=== rca_writeback_buffer ===
<file path="config.mk">
export PLATFORM = sky130hd
export DESIGN_NAME = rca_writeback_buffer
export DESIGN_NICKNAME = d
export VERILOG_FILES = /design/src/rtl/rca_writeback_buffer_pkg.sv /design/src/rtl/rca_writeback_buffer.sv
export SDC_FILE = /design/constraint.sdc
export NUM_CORES = 1
export LEC_CHECK = 0
export CAP_MARGIN = 30
export CELL_PAD_IN_SITES_DETAIL_PLACEMENT = 0
export CELL_PAD_IN_SITES_GLOBAL_PLACEMENT = 2
export CORE_AREA = 4 4 154 215
export DETAILED_ROUTE_END_ITERATION = 8
export DIE_AREA = 0 0 158 219
export PLACE_DENSITY = 0.91
export SYNTH_ARGS = -nofsm -noshare
export SYNTH_HDL_FRONTEND = slang
export SYNTH_SLANG_ARGS = --single-unit
</file>
<file path="constraint.sdc">
create_clock -name clk -period 7.1 [get_ports clk]
set_input_delay 1.42 -clock clk [delete_from_list [all_inputs] [get_ports clk]]
set_output_delay 1.42 -clock clk [all_outputs]
set_load 0.05 [all_outputs]
</file>
<file path="src/rtl/rca_writeback_buffer_pkg.sv">
// Shared types and sizing for the RCA writeback buffer.
package rca_writeback_buffer_pkg;

    localparam int unsigned XLEN            = 32;
    localparam int unsigned NUM_WRITE_PORTS = 2;
    localparam int unsigned MAX_IDS         = 8;
    localparam int unsigned ID_W            = $clog2(MAX_IDS);

    typedef logic [ID_W-1:0] id_t;

    // One RCA completion: instruction ID plus one word per regfile write port.
    typedef struct packed {
        id_t                                   id;
        logic [NUM_WRITE_PORTS-1:0][XLEN-1:0]  rd;
    } rca_wb_entry_t;

endpackage

</file>
<file path="src/rtl/rca_writeback_buffer.sv">
// In-order elastic buffer between RCA completions and regfile writeback.
// Head entry is presented from a registered stage; no combinational path from res_* to wb_*.
module rca_writeback_buffer
    import rca_writeback_buffer_pkg::*;
#(
    parameter int unsigned DEPTH = 4
) (
    input  logic                            clk,
    input  logic                            rst,
    input  logic                            gc_flush,
    input  logic                            res_valid,
    output logic                            res_ready,
    input  logic [ID_W-1:0]                 res_id,
    input  logic [NUM_WRITE_PORTS*XLEN-1:0] res_data,
    output logic                            wb_done,
    output logic [ID_W-1:0]                 wb_id,
    output logic [NUM_WRITE_PORTS*XLEN-1:0] wb_rd,
    input  logic                            wb_ack,
    output logic [$clog2(DEPTH):0]          occupancy,
    output logic                            overflow_err
);

    localparam int unsigned PTR_W = $clog2(DEPTH);
    localparam int unsigned CNT_W = PTR_W + 1;

    rca_wb_entry_t    r_mem [DEPTH];
    logic [PTR_W-1:0] r_wr_ptr;
    logic [PTR_W-1:0] r_rd_ptr;
    logic [CNT_W-1:0] r_count;
    logic             r_ready;
    logic             r_done;
    logic             r_ovf;
    rca_wb_entry_t    r_head;

    logic             w_push;
    logic             w_pop;
    logic [PTR_W-1:0] w_wr_ptr_nxt;
    logic [PTR_W-1:0] w_rd_ptr_nxt;
    logic [CNT_W-1:0] w_count_nxt;
    rca_wb_entry_t    w_in_entry;
    rca_wb_entry_t    w_head_nxt;

    assign w_push        = res_valid & r_ready;
    assign w_pop         = wb_ack & r_done;
    assign w_in_entry.id = res_id;
    assign w_in_entry.rd = res_data;

    // Next pointer/count state; flush overrides any push or pop.
    always_comb begin
        w_wr_ptr_nxt = r_wr_ptr;
        w_rd_ptr_nxt = r_rd_ptr;
        w_count_nxt  = r_count;
        if (gc_flush) begin
            w_wr_ptr_nxt = '0;
            w_rd_ptr_nxt = '0;
            w_count_nxt  = '0;
        end else begin
            if (w_push) w_wr_ptr_nxt = r_wr_ptr + PTR_W'(1);
            if (w_pop)  w_rd_ptr_nxt = r_rd_ptr + PTR_W'(1);
            w_count_nxt = r_count + CNT_W'(w_push) - CNT_W'(w_pop);
        end
    end

    // The slot becoming head may be the one being written this cycle.
    always_comb begin
        w_head_nxt = r_mem[w_rd_ptr_nxt];
        if (w_push && !gc_flush && (w_rd_ptr_nxt == r_wr_ptr)) begin
            w_head_nxt = w_in_entry;
        end
    end

    always_ff @(posedge clk) begin
        if (w_push && !gc_flush) begin
            r_mem[r_wr_ptr] <= w_in_entry;
        end
    end

    always_ff @(posedge clk or negedge rst) begin
        if (!rst) begin
            r_wr_ptr <= '0;
            r_rd_ptr <= '0;
            r_count  <= '0;
            r_ready  <= 1'b1;
            r_done   <= 1'b0;
            r_ovf    <= 1'b0;
            r_head   <= '0;
        end else begin
            r_wr_ptr <= w_wr_ptr_nxt;
            r_rd_ptr <= w_rd_ptr_nxt;
            r_count  <= w_count_nxt;
            r_ready  <= (w_count_nxt != CNT_W'(DEPTH));
            r_done   <= (w_count_nxt != '0);
            if (res_valid && !r_ready) begin
                r_ovf <= 1'b1;
            end
            if (w_count_nxt != '0) begin
                r_head <= w_head_nxt;
            end
        end
    end

    assign res_ready    = r_ready;
    assign wb_done      = r_done;
    assign wb_id        = r_head.id;
    assign wb_rd        = r_head.rd;
    assign occupancy    = r_count;
    assign overflow_err = r_ovf;

endmodule

</file>
=== shift_deser ===
### src/rtl/shift_pkg.sv
// ----------------------------------------------------------------------------
// shift_pkg -- types and constants shared by the serial deserializer blocks.
//   state_t    : deserializer FSM states (PAR is only reachable when the
//                parity feature is compiled in)
//   MSB_FIRST  : msb_first value selecting most-significant-bit-first order
//   LSB_FIRST  : msb_first value selecting least-significant-bit-first order
// ----------------------------------------------------------------------------
package shift_pkg;

   typedef enum logic [1:0] {
      IDLE  = 2'd0,
      SHIFT = 2'd1,
      PAR   = 2'd2
   } state_t;

   localparam logic MSB_FIRST = 1'b1;
   localparam logic LSB_FIRST = 1'b0;

endpackage : shift_pkg

### src/rtl/deser_bit_cnt.sv
// ----------------------------------------------------------------------------
// deser_bit_cnt -- counts accepted data bits within one frame.
//   clk  : rising-edge clock
//   rst  : synchronous active-high reset, clears the count
//   clr  : synchronous clear (frame start / restart)
//   en   : advance by one; wraps to 0 after the terminal count
//   tc   : high while the count equals N-1 (next accepted bit is the last)
// ----------------------------------------------------------------------------
module deser_bit_cnt #(
   parameter int N = 8
) (
   input  logic clk,
   input  logic rst,
   input  logic clr,
   input  logic en,
   output logic tc
);

   localparam int CW = (N > 1) ? $clog2(N) : 1;

   logic [CW-1:0] cnt;

   assign tc = (cnt == CW'(N - 1));

   // NOTE: state registers update with non-blocking assignments only, so every
   // always_ff reads the values from before the clock edge.
   always_ff @(posedge clk) begin
      if (rst || clr) begin
         cnt <= '0;
      end else if (en) begin
         // Explicit wrap keeps non-power-of-two N correct.
         cnt <= tc ? '0 : cnt + 1'b1;
      end
   end

endmodule : deser_bit_cnt

### src/rtl/shift_deser.sv
// ----------------------------------------------------------------------------
// shift_deser -- serial-to-parallel deserializer with a one-word output
// holding register and ready/valid handshake.
//   clk       : rising-edge clock
//   rst       : synchronous active-high reset
//   sin       : serial data bit, qualified by sin_vld
//   sin_vld   : one bit accepted per cycle while high (ignored in IDLE)
//   start     : begin a new frame; restarts any frame in progress
//   msb_first : bit order, latched on the start cycle (MSB_FIRST/LSB_FIRST)
//   q         : last assembled word
//   q_vld     : q holds an unconsumed word
//   q_rdy     : consumer takes q when q_vld && q_rdy
//   busy      : frame in progress
//   ovr       : sticky overrun, a completed word was dropped (clears on rst)
//   par_err   : even-parity error of the word in q
// Build option: define SHIFT_DESER_PARITY_EN to expect one even-parity bit
// after the N data bits; otherwise par_err is constant 0.
// ----------------------------------------------------------------------------
module shift_deser
   import shift_pkg::*;
#(
   parameter int N = 8
) (
   input  logic         clk,
   input  logic         rst,
   input  logic         sin,
   input  logic         sin_vld,
   input  logic         start,
   input  logic         msb_first,
   output logic [N-1:0] q,
   output logic         q_vld,
   input  logic         q_rdy,
   output logic         busy,
   output logic         ovr,
   output logic         par_err
);

   state_t       state, state_nxt;
   logic [N-1:0] shreg, shifted, word;
   logic         msb_r;
   logic         cnt_clr, cnt_en, tc;
   logic         shift_en, complete, load;

   deser_bit_cnt #(.N(N)) u_bit_cnt (
      .clk (clk),
      .rst (rst),
      .clr (cnt_clr),
      .en  (cnt_en),
      .tc  (tc)
   );

   always_comb begin
      shifted = (msb_r == LSB_FIRST) ? {sin, shreg[N-1:1]} : {shreg[N-2:0], sin};
   end

   // NOTE: every output of this block is given a default first so that no path
   // leaves a signal unassigned, which would otherwise infer a latch.
   always_comb begin
      state_nxt = state;
      cnt_clr   = 1'b0;
      cnt_en    = 1'b0;
      shift_en  = 1'b0;
      complete  = 1'b0;
      word      = shifted;
      unique case (state)
         IDLE: begin
            if (start) begin
               state_nxt = SHIFT;
               cnt_clr   = 1'b1;
            end
         end
         SHIFT: begin
            // start wins over sin_vld: the partial frame is abandoned.
            if (start) begin
               cnt_clr = 1'b1;
            end else if (sin_vld) begin
               shift_en = 1'b1;
               cnt_en   = 1'b1;
               if (tc) begin
`ifdef SHIFT_DESER_PARITY_EN
                  state_nxt = PAR;
`else
                  state_nxt = IDLE;
                  complete  = 1'b1;
`endif
               end
            end
         end
         PAR: begin
            if (start) begin
               state_nxt = SHIFT;
               cnt_clr   = 1'b1;
            end else if (sin_vld) begin
               // The data word is already assembled; this bit is parity only.
               state_nxt = IDLE;
               complete  = 1'b1;
               word      = shreg;
            end
         end
         default: state_nxt = IDLE;
      endcase
   end

   // A completed word is taken only if the holding register is free or is
   // being emptied in this same cycle; otherwise it is dropped as an overrun.
   assign load = complete && (!q_vld || q_rdy);
   assign busy = (state != IDLE);

   always_ff @(posedge clk) begin
      if (rst) state <= IDLE;
      else     state <= state_nxt;
   end

   // NOTE: the shift register and output word are cleared by reset so that a
   // frame abandoned by rst can never surface as stale data in q.
   always_ff @(posedge clk) begin
      if (rst) begin
         shreg <= '0;
         msb_r <= MSB_FIRST;
         q     <= '0;
         q_vld <= 1'b0;
         ovr   <= 1'b0;
      end else begin
         if (start)    msb_r <= msb_first;
         if (shift_en) shreg <= shifted;
         if (load) begin
            q     <= word;
            q_vld <= 1'b1;
         end else begin
            if (complete)          ovr   <= 1'b1;
            if (q_vld && q_rdy)    q_vld <= 1'b0;
         end
      end
   end

`ifdef SHIFT_DESER_PARITY_EN
   logic par_r;

   always_ff @(posedge clk) begin
      if (rst)       par_r <= 1'b0;
      else if (load) par_r <= (^shreg) ^ sin;
   end

   assign par_err = par_r;
`else
   assign par_err = 1'b0;
`endif

endmodule : shift_deser

### config.mk
export PLATFORM = sky130hd
export DESIGN_NAME = shift_deser
export DESIGN_NICKNAME = d
export VERILOG_FILES = /design/src/rtl/shift_pkg.sv /design/src/rtl/deser_bit_cnt.sv /design/src/rtl/shift_deser.sv
export SDC_FILE = /design/constraint.sdc
export NUM_CORES = 1
export LEC_CHECK = 0
export CAP_MARGIN = 10
export CELL_PAD_IN_SITES_DETAIL_PLACEMENT = 1
export CELL_PAD_IN_SITES_GLOBAL_PLACEMENT = 1
export CORE_MARGIN = 5
export CORE_UTILIZATION = 42
export CTS_CLUSTER_SIZE = 40
export DETAILED_ROUTE_END_ITERATION = 6
export DONT_BUFFER_PORTS = 1
export GPL_ROUTABILITY_DRIVEN = 1
export MAX_ROUTING_LAYER = met4
export PLACE_DENSITY = 0.71
export SLEW_MARGIN = 10
export SYNTH_ARGS = -nofsm -noshare
export SYNTH_HDL_FRONTEND = slang
export SYNTH_HIERARCHICAL = 1
export SYNTH_SLANG_ARGS = --single-unit
### constraint.sdc
create_clock -name clk -period 1.24 [get_ports clk]
set_input_delay 0.186 -clock clk [delete_from_list [all_inputs] [get_ports clk]]
set_output_delay 0.186 -clock clk [all_outputs]
set_load 0.01 [all_outputs]
=== pipeline_controller ===
[config.mk]
export PLATFORM = sky130hd
export DESIGN_NAME = pipeline_controller
export DESIGN_NICKNAME = d
export VERILOG_FILES = /design/src/rtl/pipe_ctrl_pkg.sv /design/src/rtl/forwarding_unit.sv /design/src/rtl/pipeline_controller.sv
export SDC_FILE = /design/constraint.sdc
export NUM_CORES = 1
export LEC_CHECK = 0
export ABC_AREA = 1
export CORE_MARGIN = 3
export CORE_UTILIZATION = 51
export CTS_CLUSTER_DIAMETER = 80
export DETAILED_ROUTE_END_ITERATION = 16
export GPL_TIMING_DRIVEN = 0
export PLACE_DENSITY_LB_ADDON = 0.12
export SKIP_LAST_GASP = 1
export SYNTH_ARGS = -nofsm -noshare
export SYNTH_HDL_FRONTEND = slang
export SYNTH_SLANG_ARGS = --single-unit
[constraint.sdc]
create_clock -name clk -period 2.1 [get_ports clk]
set_input_delay 0.315 -clock clk [delete_from_list [all_inputs] [get_ports clk]]
set_output_delay 0.315 -clock clk [all_outputs]
set_load 0.01 [all_outputs]
[src/rtl/pipe_ctrl_pkg.sv]
// Shared types and encodings for the 5-stage pipeline controller.
package pipe_ctrl_pkg;

    typedef enum logic [2:0] {
        PS_IDLE,
        PS_RUN,
        PS_MEM_WAIT,
        PS_DRAIN,
        PS_HALTED
    } pipe_state_t;

    typedef enum logic [1:0] {
        FWD_RF  = 2'b00,
        FWD_WB  = 2'b01,
        FWD_MEM = 2'b10
    } fwd_sel_t;

    localparam logic [1:0] RESSRC_MEM = 2'b01;
    localparam logic [3:0] OP_STOP    = 4'b1101;

endpackage

[src/rtl/forwarding_unit.sv]
// Selects the E-stage operand source for one register operand; M-stage results win over W.
module forwarding_unit
    import pipe_ctrl_pkg::*;
#(
    parameter int REG_ADDR_W = 4
) (
    input  logic                  enable,
    input  logic [REG_ADDR_W-1:0] rsE,
    input  logic [REG_ADDR_W-1:0] rdM,
    input  logic                  regWriteM,
    input  logic [REG_ADDR_W-1:0] rdW,
    input  logic                  regWriteW,
    output fwd_sel_t              fwdSel
);

    always_comb begin
        fwdSel = FWD_RF;
        if (enable) begin
            // Register 0 reads as zero, so a write to it is never a real producer.
            if (regWriteM && (rdM != '0) && (rdM == rsE)) begin
                fwdSel = FWD_MEM;
            end else if (regWriteW && (rdW != '0) && (rdW == rsE)) begin
                fwdSel = FWD_WB;
            end
        end
    end

endmodule

[src/rtl/pipeline_controller.sv]
// Run/halt sequencing, hazard stall/flush, forwarding selects and performance counters
// for the F/D/E/M/W datapath.
module pipeline_controller
    import pipe_ctrl_pkg::*;
#(
    parameter int REG_ADDR_W   = 4,
    parameter int CNT_W        = 32,
    parameter int DRAIN_CYCLES = 3
) (
    input  logic                  clk,
    input  logic                  rst_n,
    input  logic                  start,
    input  logic                  stop_d,
    input  logic [REG_ADDR_W-1:0] rs1_d,
    input  logic [REG_ADDR_W-1:0] rs2_d,
    input  logic [REG_ADDR_W-1:0] rs1_e,
    input  logic [REG_ADDR_W-1:0] rs2_e,
    input  logic [REG_ADDR_W-1:0] rd_e,
    input  logic [1:0]            result_src_e,
    input  logic                  pc_src_e,
    input  logic [REG_ADDR_W-1:0] rd_m,
    input  logic                  reg_write_m,
    input  logic                  mem_access_m,
    input  logic                  mem_ready,
    input  logic [REG_ADDR_W-1:0] rd_w,
    input  logic                  reg_write_w,
    input  logic                  valid_w,
    output logic                  pc_en,
    output logic                  stall_f,
    output logic                  stall_d,
    output logic                  stall_e,
    output logic                  stall_m,
    output logic                  flush_d,
    output logic                  flush_e,
    output logic                  flush_w,
    output logic [1:0]            forward_a_e,
    output logic [1:0]            forward_b_e,
    output logic                  running,
    output logic                  halted,
    output logic [CNT_W-1:0]      cycle_count,
    output logic [CNT_W-1:0]      retired_count
);

    localparam int DRAIN_W = (DRAIN_CYCLES > 1) ? $clog2(DRAIN_CYCLES + 1) : 1;
    localparam logic [DRAIN_W-1:0] DRAIN_LOAD = DRAIN_W'(DRAIN_CYCLES - 1);

    pipe_state_t         state, stateNext;
    pipe_state_t         resumeState, resumeStateNext;
    pipe_state_t         activeState;
    logic [DRAIN_W-1:0]  drainCnt, drainCntNext;
    logic                loadUseStall;
    logic                waiting;
    logic                isActive;
    logic                holdFetch;
    logic [CNT_W-1:0]    cycleCnt, retiredCnt;
    fwd_sel_t            fwdA, fwdB;

    function automatic logic [CNT_W-1:0] satInc(input logic [CNT_W-1:0] value);
        return (&value) ? value : value + CNT_W'(1);
    endfunction

    always_comb begin
        loadUseStall = (result_src_e == RESSRC_MEM) && (rd_e != '0) &&
                       ((rd_e == rs1_d) || (rd_e == rs2_d));
        isActive     = (state == PS_RUN) || (state == PS_MEM_WAIT) || (state == PS_DRAIN);
        // Once in MEM_WAIT only mem_ready matters; the release cycle behaves like the resumed state.
        if (state == PS_MEM_WAIT) begin
            waiting     = !mem_ready;
            activeState = resumeState;
        end else begin
            waiting     = isActive && mem_access_m && !mem_ready;
            activeState = state;
        end
    end

    always_comb begin
        stateNext       = state;
        resumeStateNext = resumeState;
        drainCntNext    = drainCnt;
        holdFetch       = 1'b0;
        pc_en           = 1'b0;
        stall_f         = 1'b0;
        stall_d         = 1'b0;
        stall_e         = 1'b0;
        stall_m         = 1'b0;
        flush_d         = 1'b0;
        flush_e         = 1'b0;
        flush_w         = 1'b0;
        running         = 1'b0;
        halted          = 1'b0;

        case (state)
            PS_IDLE: begin
                stall_f = 1'b1;
                stall_d = 1'b1;
                flush_e = 1'b1;
                flush_w = 1'b1;
                if (start) stateNext = PS_RUN;
            end
            PS_HALTED: begin
                stall_f = 1'b1;
                stall_d = 1'b1;
                flush_e = 1'b1;
                flush_w = 1'b1;
                halted  = 1'b1;
            end
            default: begin
                running = 1'b1;
                if (waiting) begin
                    stall_f = 1'b1;
                    stall_d = 1'b1;
                    stall_e = 1'b1;
                    stall_m = 1'b1;
                    flush_w = 1'b1;
                    if (state != PS_MEM_WAIT) begin
                        stateNext       = PS_MEM_WAIT;
                        resumeStateNext = state;
                    end
                end else if (activeState == PS_RUN) begin
                    // A taken branch squashes D, which removes the load-use hazard with it.
                    holdFetch = loadUseStall && !pc_src_e;
                    stall_f   = holdFetch;
                    stall_d   = holdFetch;
                    pc_en     = !holdFetch;
                    flush_e   = loadUseStall || pc_src_e;
                    flush_d   = pc_src_e;
                    stateNext = PS_RUN;
                    if (stop_d && !pc_src_e && !loadUseStall) begin
                        stateNext    = PS_DRAIN;
                        drainCntNext = DRAIN_LOAD;
                    end
                end else begin
                    stall_f = 1'b1;
                    flush_d = 1'b1;
                    if (drainCnt == '0) begin
                        stateNext = PS_HALTED;
                    end else begin
                        stateNext    = PS_DRAIN;
                        drainCntNext = drainCnt - DRAIN_W'(1);
                    end
                end
            end
        endcase
    end

    forwarding_unit #(.REG_ADDR_W(REG_ADDR_W)) uFwdA (
        .enable    (isActive),
        .rsE       (rs1_e),
        .rdM       (rd_m),
        .regWriteM (reg_write_m),
        .rdW       (rd_w),
        .regWriteW (reg_write_w),
        .fwdSel    (fwdA)
    );

    forwarding_unit #(.REG_ADDR_W(REG_ADDR_W)) uFwdB (
        .enable    (isActive),
        .rsE       (rs2_e),
        .rdM       (rd_m),
        .regWriteM (reg_write_m),
        .rdW       (rd_w),
        .regWriteW (reg_write_w),
        .fwdSel    (fwdB)
    );

    assign forward_a_e   = fwdA;
    assign forward_b_e   = fwdB;
    assign cycle_count   = cycleCnt;
    assign retired_count = retiredCnt;

    always_ff @(posedge clk) begin
        if (!rst_n) begin
            state       <= PS_IDLE;
            resumeState <= PS_RUN;
            drainCnt    <= '0;
            cycleCnt    <= '0;
            retiredCnt  <= '0;
        end else begin
            state       <= stateNext;
            resumeState <= resumeStateNext;
            drainCnt    <= drainCntNext;
            if (isActive) cycleCnt <= satInc(cycleCnt);
            if (valid_w && !flush_w) retiredCnt <= satInc(retiredCnt);
        end
    end

endmodule
Fig. 1: shift_deser, wire density map
The die is cut into 12 by 12 equal tiles; white is low, dark blue is high, scaled to the fullest tile. Values are wire area over tile area, all layers added.
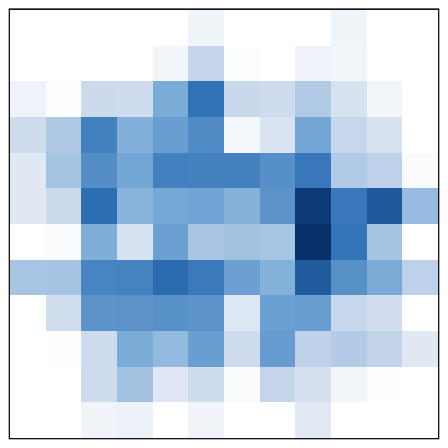
The emptiest ninth of the die: top right. 28% of the tiles are nearly empty. The fullest tile reaches 0.39. 26% of the tiles are over half the peak. The mean over all tiles is 0.11.
via count: 751
aggregate global-route resource usage: 0.1654
routed wire length: 2428 um
average wire per cell in the routed design: 18.97 um

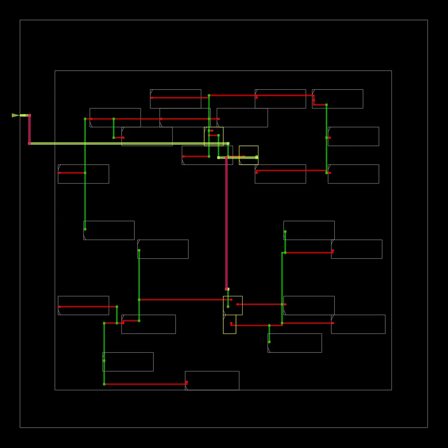
Fig. 2. Clock nets (shift_deser).
clock network latency to the later pin of the worst-skew pair: 310 ps
P_clk: 0.000353 W
Fin Clk Skew: 1.872 ps

==> results.txt, shift_deser <==
Implementation results. The flow ran to the end, but the final reports show violations. Worst hold slack landed at -91.90 ps. Fraction of the core area covered by cells at the end of the flow landed at 0.5488. Switching fraction of total power landed at 0.2420. After detailed routing, the met2 layer carries ~1300 um of wire. Area after detailed placement landed at 0.001049 sq mm. The final reports fail on negative hold slack, negative setup slack. Die boundary height landed at about 60 um. Area of the chip landed at roughly 0.0035 sq mm.

The last timing report of the flow puts the setup violation total at 3. The die is 59.03 um wide. Looking at the group totals, the largest power group turns out to be sequential cells. The count of cells in the finished layout, fillers not included, comes to ~130. Number of warnings in the stage logs landed at 31. In the Yosys stats the netlist draws on 22 distinct library cells. The final timing report gives a worst setup slack of -29.11 ps. Setup repair after global routing could not meet its margin everywhere. For hold timing, the worst endpoint is u_bit_cnt/cnt[0].

Post-detailed-route DRC marker count landed at 0. For reference, the final report shows the hold violation count at 23. Each instance of the synthesized netlist takes up on average ~11 sq um. The report lists the power per cell area as just under 1000 mW/mm^2. Counting every sink on the clock net gives 23. Pin count of the biggest net entering global routing landed at 25.
## shift_deser: layout by cell type, fill, tap and decap left out, drive strengths merged, types with 2 or more instances in the layout
cell    Yosys  layout
a211oi     17      17
a21oi       2       2
a31oi       8       8
buf         6      11
clkbuf      4       3
dfxtp      23      23
ha          2       2
mux2i      10      10
nand2       2       2
nand2b      3       3
nor2        9       9
nor3        2       2
## shift_deser: sequential cells by signal, indices dropped and copies added, names as in the netlist
signal	flops
q	8
shreg	8
u_bit_cnt/cnt	3
msb_r	1
ovr	1
q_vld	1
state	1
## shift_deser: layout make-up
cell class                      instances  area (sq um)
Clock buffer                            3         22.52
Multi-Input combinational cell         62         603.1
Timing Repair Buffer                   11         106.4
Fill cell                             253          1017
Tap cell                               28         35.03
Clock inverter                          1         5.005
Sequential cell                        23         465.4
## shift_deser: worst max-delay path, delay by kind of cell, from the launching register on
family | cells | cell delay (ps)
flops | 1 | 360
compound gates | 1 | 160
simple gates | 1 | 360
fa+ha+maj | 2 | 310
## shift_deser: repair_timing
action | in CTS | in global routing
buffers inserted | 2 | 0
hold endpoints to repair | 23 | 23
gates resized | 22 | 6
pin swaps | 3 | 6
setup endpoints to repair | 14 | 20
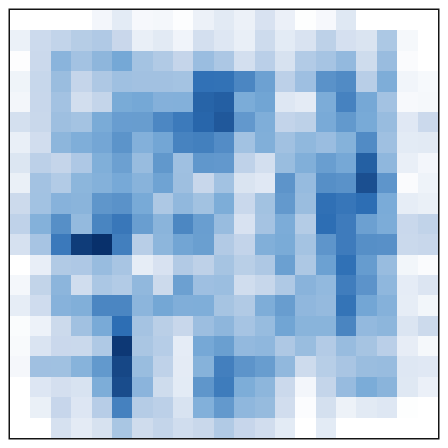
Fig. 3. Wire density map (pipeline_controller).
The die is cut into 21 by 21 equal tiles; white is low, dark blue is high, scaled to the fullest tile. Values are wire area over tile area, all layers added.
6.1% of the tiles are nearly empty. 22% of the tiles are over half the peak. The densest ninth of the die: right middle. The mean over all tiles is 0.22. The fullest tile reaches 0.63.
via count: 5,374
average wire per cell in the routed design: 14.49 um
aggregate global-route resource usage: 0.2711
routed wire length: 15,040 um

==> results.txt, pipeline_controller <==
Implementation results. The run finished with clean final reports. The library cell used most frequently in the layout, excluding fill and tap cells, is sky130_fd_sc_hd__nand2_1. Per the detail_route report, vias per standard cell equal 5.177. The area recorded from the Yosys report for this design is 0.004960 sq mm. Number of DRC markers in iteration 0 landed at about 270.

Summed over all failing endpoints, the final setup total negative slack is 0 ps. Before any placement, the netlist area is recorded as 0.004960 sq mm. Die boundary height landed at between 100 and 150 um. Relative max-transition margin landed at 0.5128.

Across the routed clock network, the largest skew measured is 23.85 ps. STA lists the startpoint of the worst register-to-register path as retired_count[1]. Detailed-routing iteration count for the pre-antenna-repair pass landed at 7. In the layout the commonest cells are sky130_fd_sc_hd__nand2_1 (244), sky130_fd_sc_hd__clkdlybuf4s50_1 (97), sky130_fd_sc_hd__nor2_1 (95). Per the placement report, the placed cell count is between 1,000 and 1,500. After floorplanning, the die was sized to cover 0.01094 sq mm. Number of buffers inserted by port buffering landed at ~120.
pipeline_controller: per-stage QoR:
step	cell area, sq um	utilization
after floorplan	4960	-
after global placement	6282	0.6735
after detailed placement	6282	0.6735
after CTS	6495	0.6963
after global routing	6615	0.7092
final	6615	0.7092
pipeline_controller: power groups by stage:
stage | Sequential (W) | Combinational, W | Clock, W
6_report | 0.00144 | 0.00104 | 0.00115
5_1_grt | 0.00145 | 0.00113 | 0.00123
4_1_cts | 0.00144 | 0.000978 | 0.00118
3_5_place_dp | 0.00147 | 0.000978 | 0
3_3_place_gp | 0.00146 | 0.000956 | 0
2_1_floorplan | 0.00147 | 0.000565 | 0
pipeline_controller: per-layer routing:
layer,track usage,up-vias,share of wire
met5,0,-,0
li1,-,2700,-
met4,0.09841,0,0.027
met1,0.3120,2473,0.40
met3,0.04385,40,0.044
met2,0.5028,161,0.53
pipeline_controller: final cells by class:
cell class | instances | area share
clock inverter | 6 | 0.01002
buffer | 20 | 0.02421
tap | 129 | 0.02440
timing repair buffer | 125 | 0.1838
clock buffer | 10 | 0.02081
inverter | 76 | 0.04350
multi-input combinational | 600 | 0.4744
sequential | 72 | 0.2188
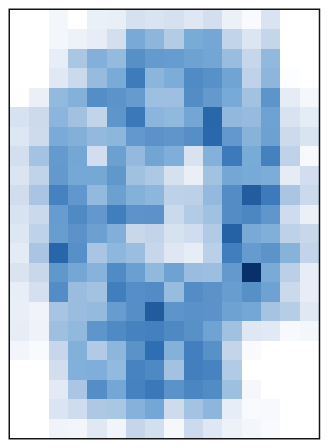
Fig. 4. Wire density map (rca_writeback_buffer).
The die is cut into 16 by 22 equal tiles; white is low, dark blue is high, scaled to the fullest tile. Values are wire area over tile area, all layers added.
The emptiest ninth of the die: bottom right. The densest ninth of the die: bottom middle. 11% of the tiles are nearly empty. The fullest tile reaches 0.47.
via count: 8,719
aggregate global-route resource usage: 0.2027
average wire per cell in the routed design: 25.03 um
routed wire length: 35,420 um

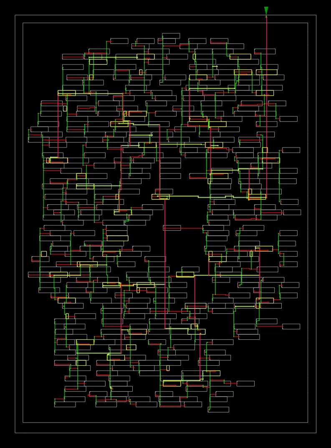
Fig. 5. Clock nets (rca_writeback_buffer).
Fin Clk Skew: 21.42 ps
clock network latency to the later pin of the worst-skew pair: 520 ps
P_clk: 0.00182 W
total clock buffers created by CTS: 34
Flop Count: 345

==> results.txt, rca_writeback_buffer <==
Implementation results. The final timing report gives a worst setup slack of between 2000 and 2500 ps. Number of flip-flops in the largest register landed at 268. After technology mapping, the gate count stands at around 880. For this run, the chip area from Yosys synthesis comes to 0.01357 sq mm. Final instance area landed at around 0.016 sq mm. TritonCTS sink count landed at 345. Clock period minus final worst setup slack landed at between 4000 and 5000 ps. Post-CTS timing repair inserted 0 buffers for setup.

The number of maximum-capacitance violations recorded for the run is 0. Gates resized during post-CTS repair numbered 0. Per the slew report, the remaining headroom to the max-slew limit stands at 0.3004. Total core area landed at between 0.03 and 0.04 sq mm. Post-synthesis simple-gate area fraction landed at 0.07753. Highest attainable clock frequency landed at about 0.21 GHz. Summing all placed instances gives a cell area of 0.01535 sq mm. The critical path's slowest stage uses the library cell sky130_fd_sc_hd__a21bo_2.

After synthesis, the share of cell area in mux cells is 0. Adder-cell share of the synthesized area landed at 0.007007. Post-layout instance count excluding filler cells landed at roughly 1,400. Buffering stage count on the worst path with inverters included landed at 2. Area of the chip landed at 0.03460 sq mm. Hold analysis shows the worst path with a depth of 1. Routed signal wires occupy layers up through met4. Final hold analysis gives a worst-case slack of ~450 ps. In the final layout, the fill cell count is around 2,500. Number of antenna violations at the first check in global routing landed at 1.

Met2 usage in global routing landed at 0.3442. Looking at area per cell type in the netlist, the leader is sky130_fd_sc_hd__edfxtp_1. Largest fanout on the critical path landed at ~45.

The critical path goes through clkdlybuf4s50_1 -> a21bo_2 -> nand2_2 -> buf_4 -> a2111oi_0 -> a311oi_1 -> a221o_1. The flow ran to the end, and the final reports show no timing, DRC or antenna violations. The tree is rooted in a sky130_fd_sc_hd__clkbuf_16. For this design, Yosys synthesis ends with a cell count of approximately 880. Die boundary height landed at between 200 and 250 um.
-- rca_writeback_buffer: where the power goes --
| part | internal (W) | total (W) | switching, W |
|---|---|---|---|
| Combinational | 0.000896 | 0.00262 | 0.00172 |
| Clock | 0.00108 | 0.00182 | 0.000730 |
| Sequential | 0.00251 | 0.00269 | 0.000180 |
| Total | 0.00449 | 0.00713 | 0.00263 |
-- rca_writeback_buffer: layout make-up --
cell class              instances  area, sq um  area share
inverters                       8        30.03    0.001822
multi-input cells             443         3207      0.1945
clock buffers                  46        947.2     0.05746
diodes                          1        2.502   0.0001518
flip-flops and latches        345         9976      0.6052
well taps                     395        494.2     0.02998
clock inverters                15        180.2     0.01093
repair buffers                162         1648     0.09996
-- rca_writeback_buffer: worst max path at each step --
stage             endpoint  cells past startpoint  slack [ps]       from
4_1_cts          wb_rd[36]                      7        2360     wb_ack
3_5_place_dp     wb_rd[36]                      7        1830     wb_ack
6_report         wb_rd[36]                      7        2360     wb_ack
5_1_grt          wb_rd[36]                      7        2190     wb_ack
3_3_place_gp     wb_rd[46]                     11        1880  res_valid
2_1_floorplan  r_mem[0][0]                      4        3120   gc_flush

==> layout pictures side by side <==
Gate families picked out.
shot_01.png
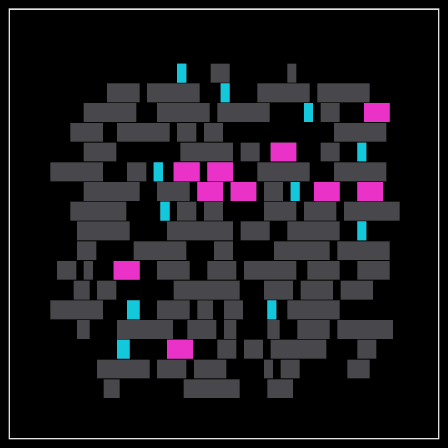
shot_02.png
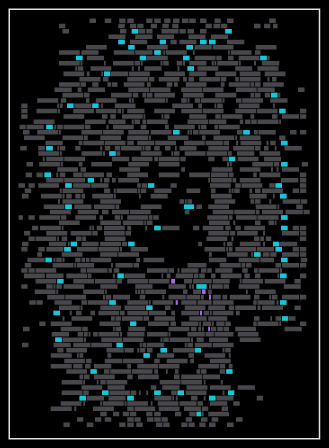
shot_03.png
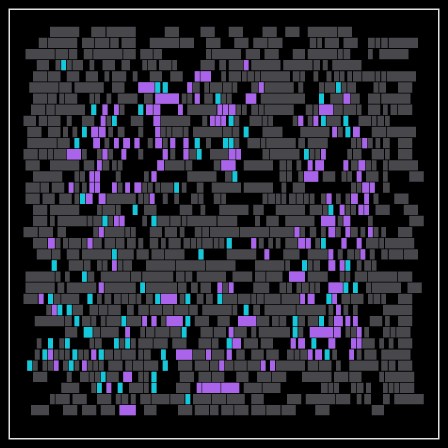
The one with the most cells is shot_02.png.
The one with the fewest cells is shot_01.png.
- shot_03.png = pipeline_controller
- shot_01.png = shift_deser
- shot_02.png = rca_writeback_buffer



## Gallery

Zoomed window.
Plate I
Bar = 5 um. Region (20, 31) to (40, 51) um. Cells in grey, sequential cells in the stronger grey; small squares are vias.
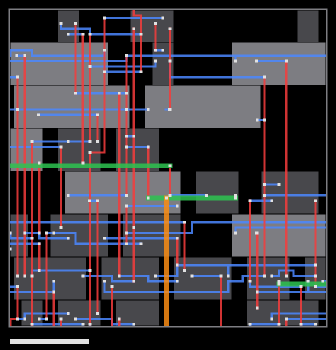
Plate II
Bar = 5 um. Region (42, 63) to (62, 83) um. Cells in grey, sequential cells in the stronger grey; small squares are vias.
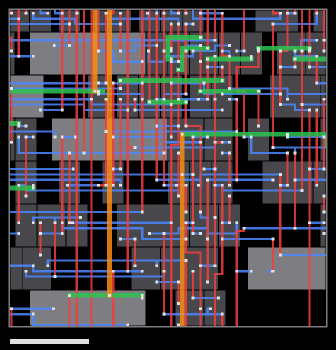
Plate III
Bar = 5 um. Region (69, 143) to (89, 163) um. Cells in grey, sequential cells in the stronger grey; small squares are vias.
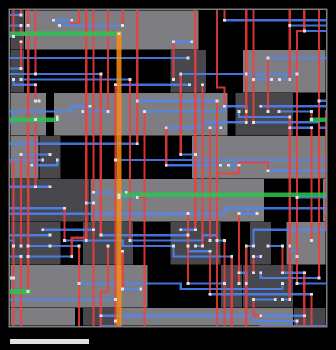
pipeline_controller is Plate II.
rca_writeback_buffer is Plate III.
shift_deser is Plate I.
Of these, largest die: Plate III

Key to Plate II:
metal 2: in red. metal 4: in orange. metal 3: in green. metal 1: in blue.
Sequential cells in the window: 4. Netlist names of flops here include retired_count (4). Most frequent: nand2_1 (13), nor2_1 (9), inv_1 (7). 49 logic cells have their middle in the window.

Power and IR drop assume default switching activity.
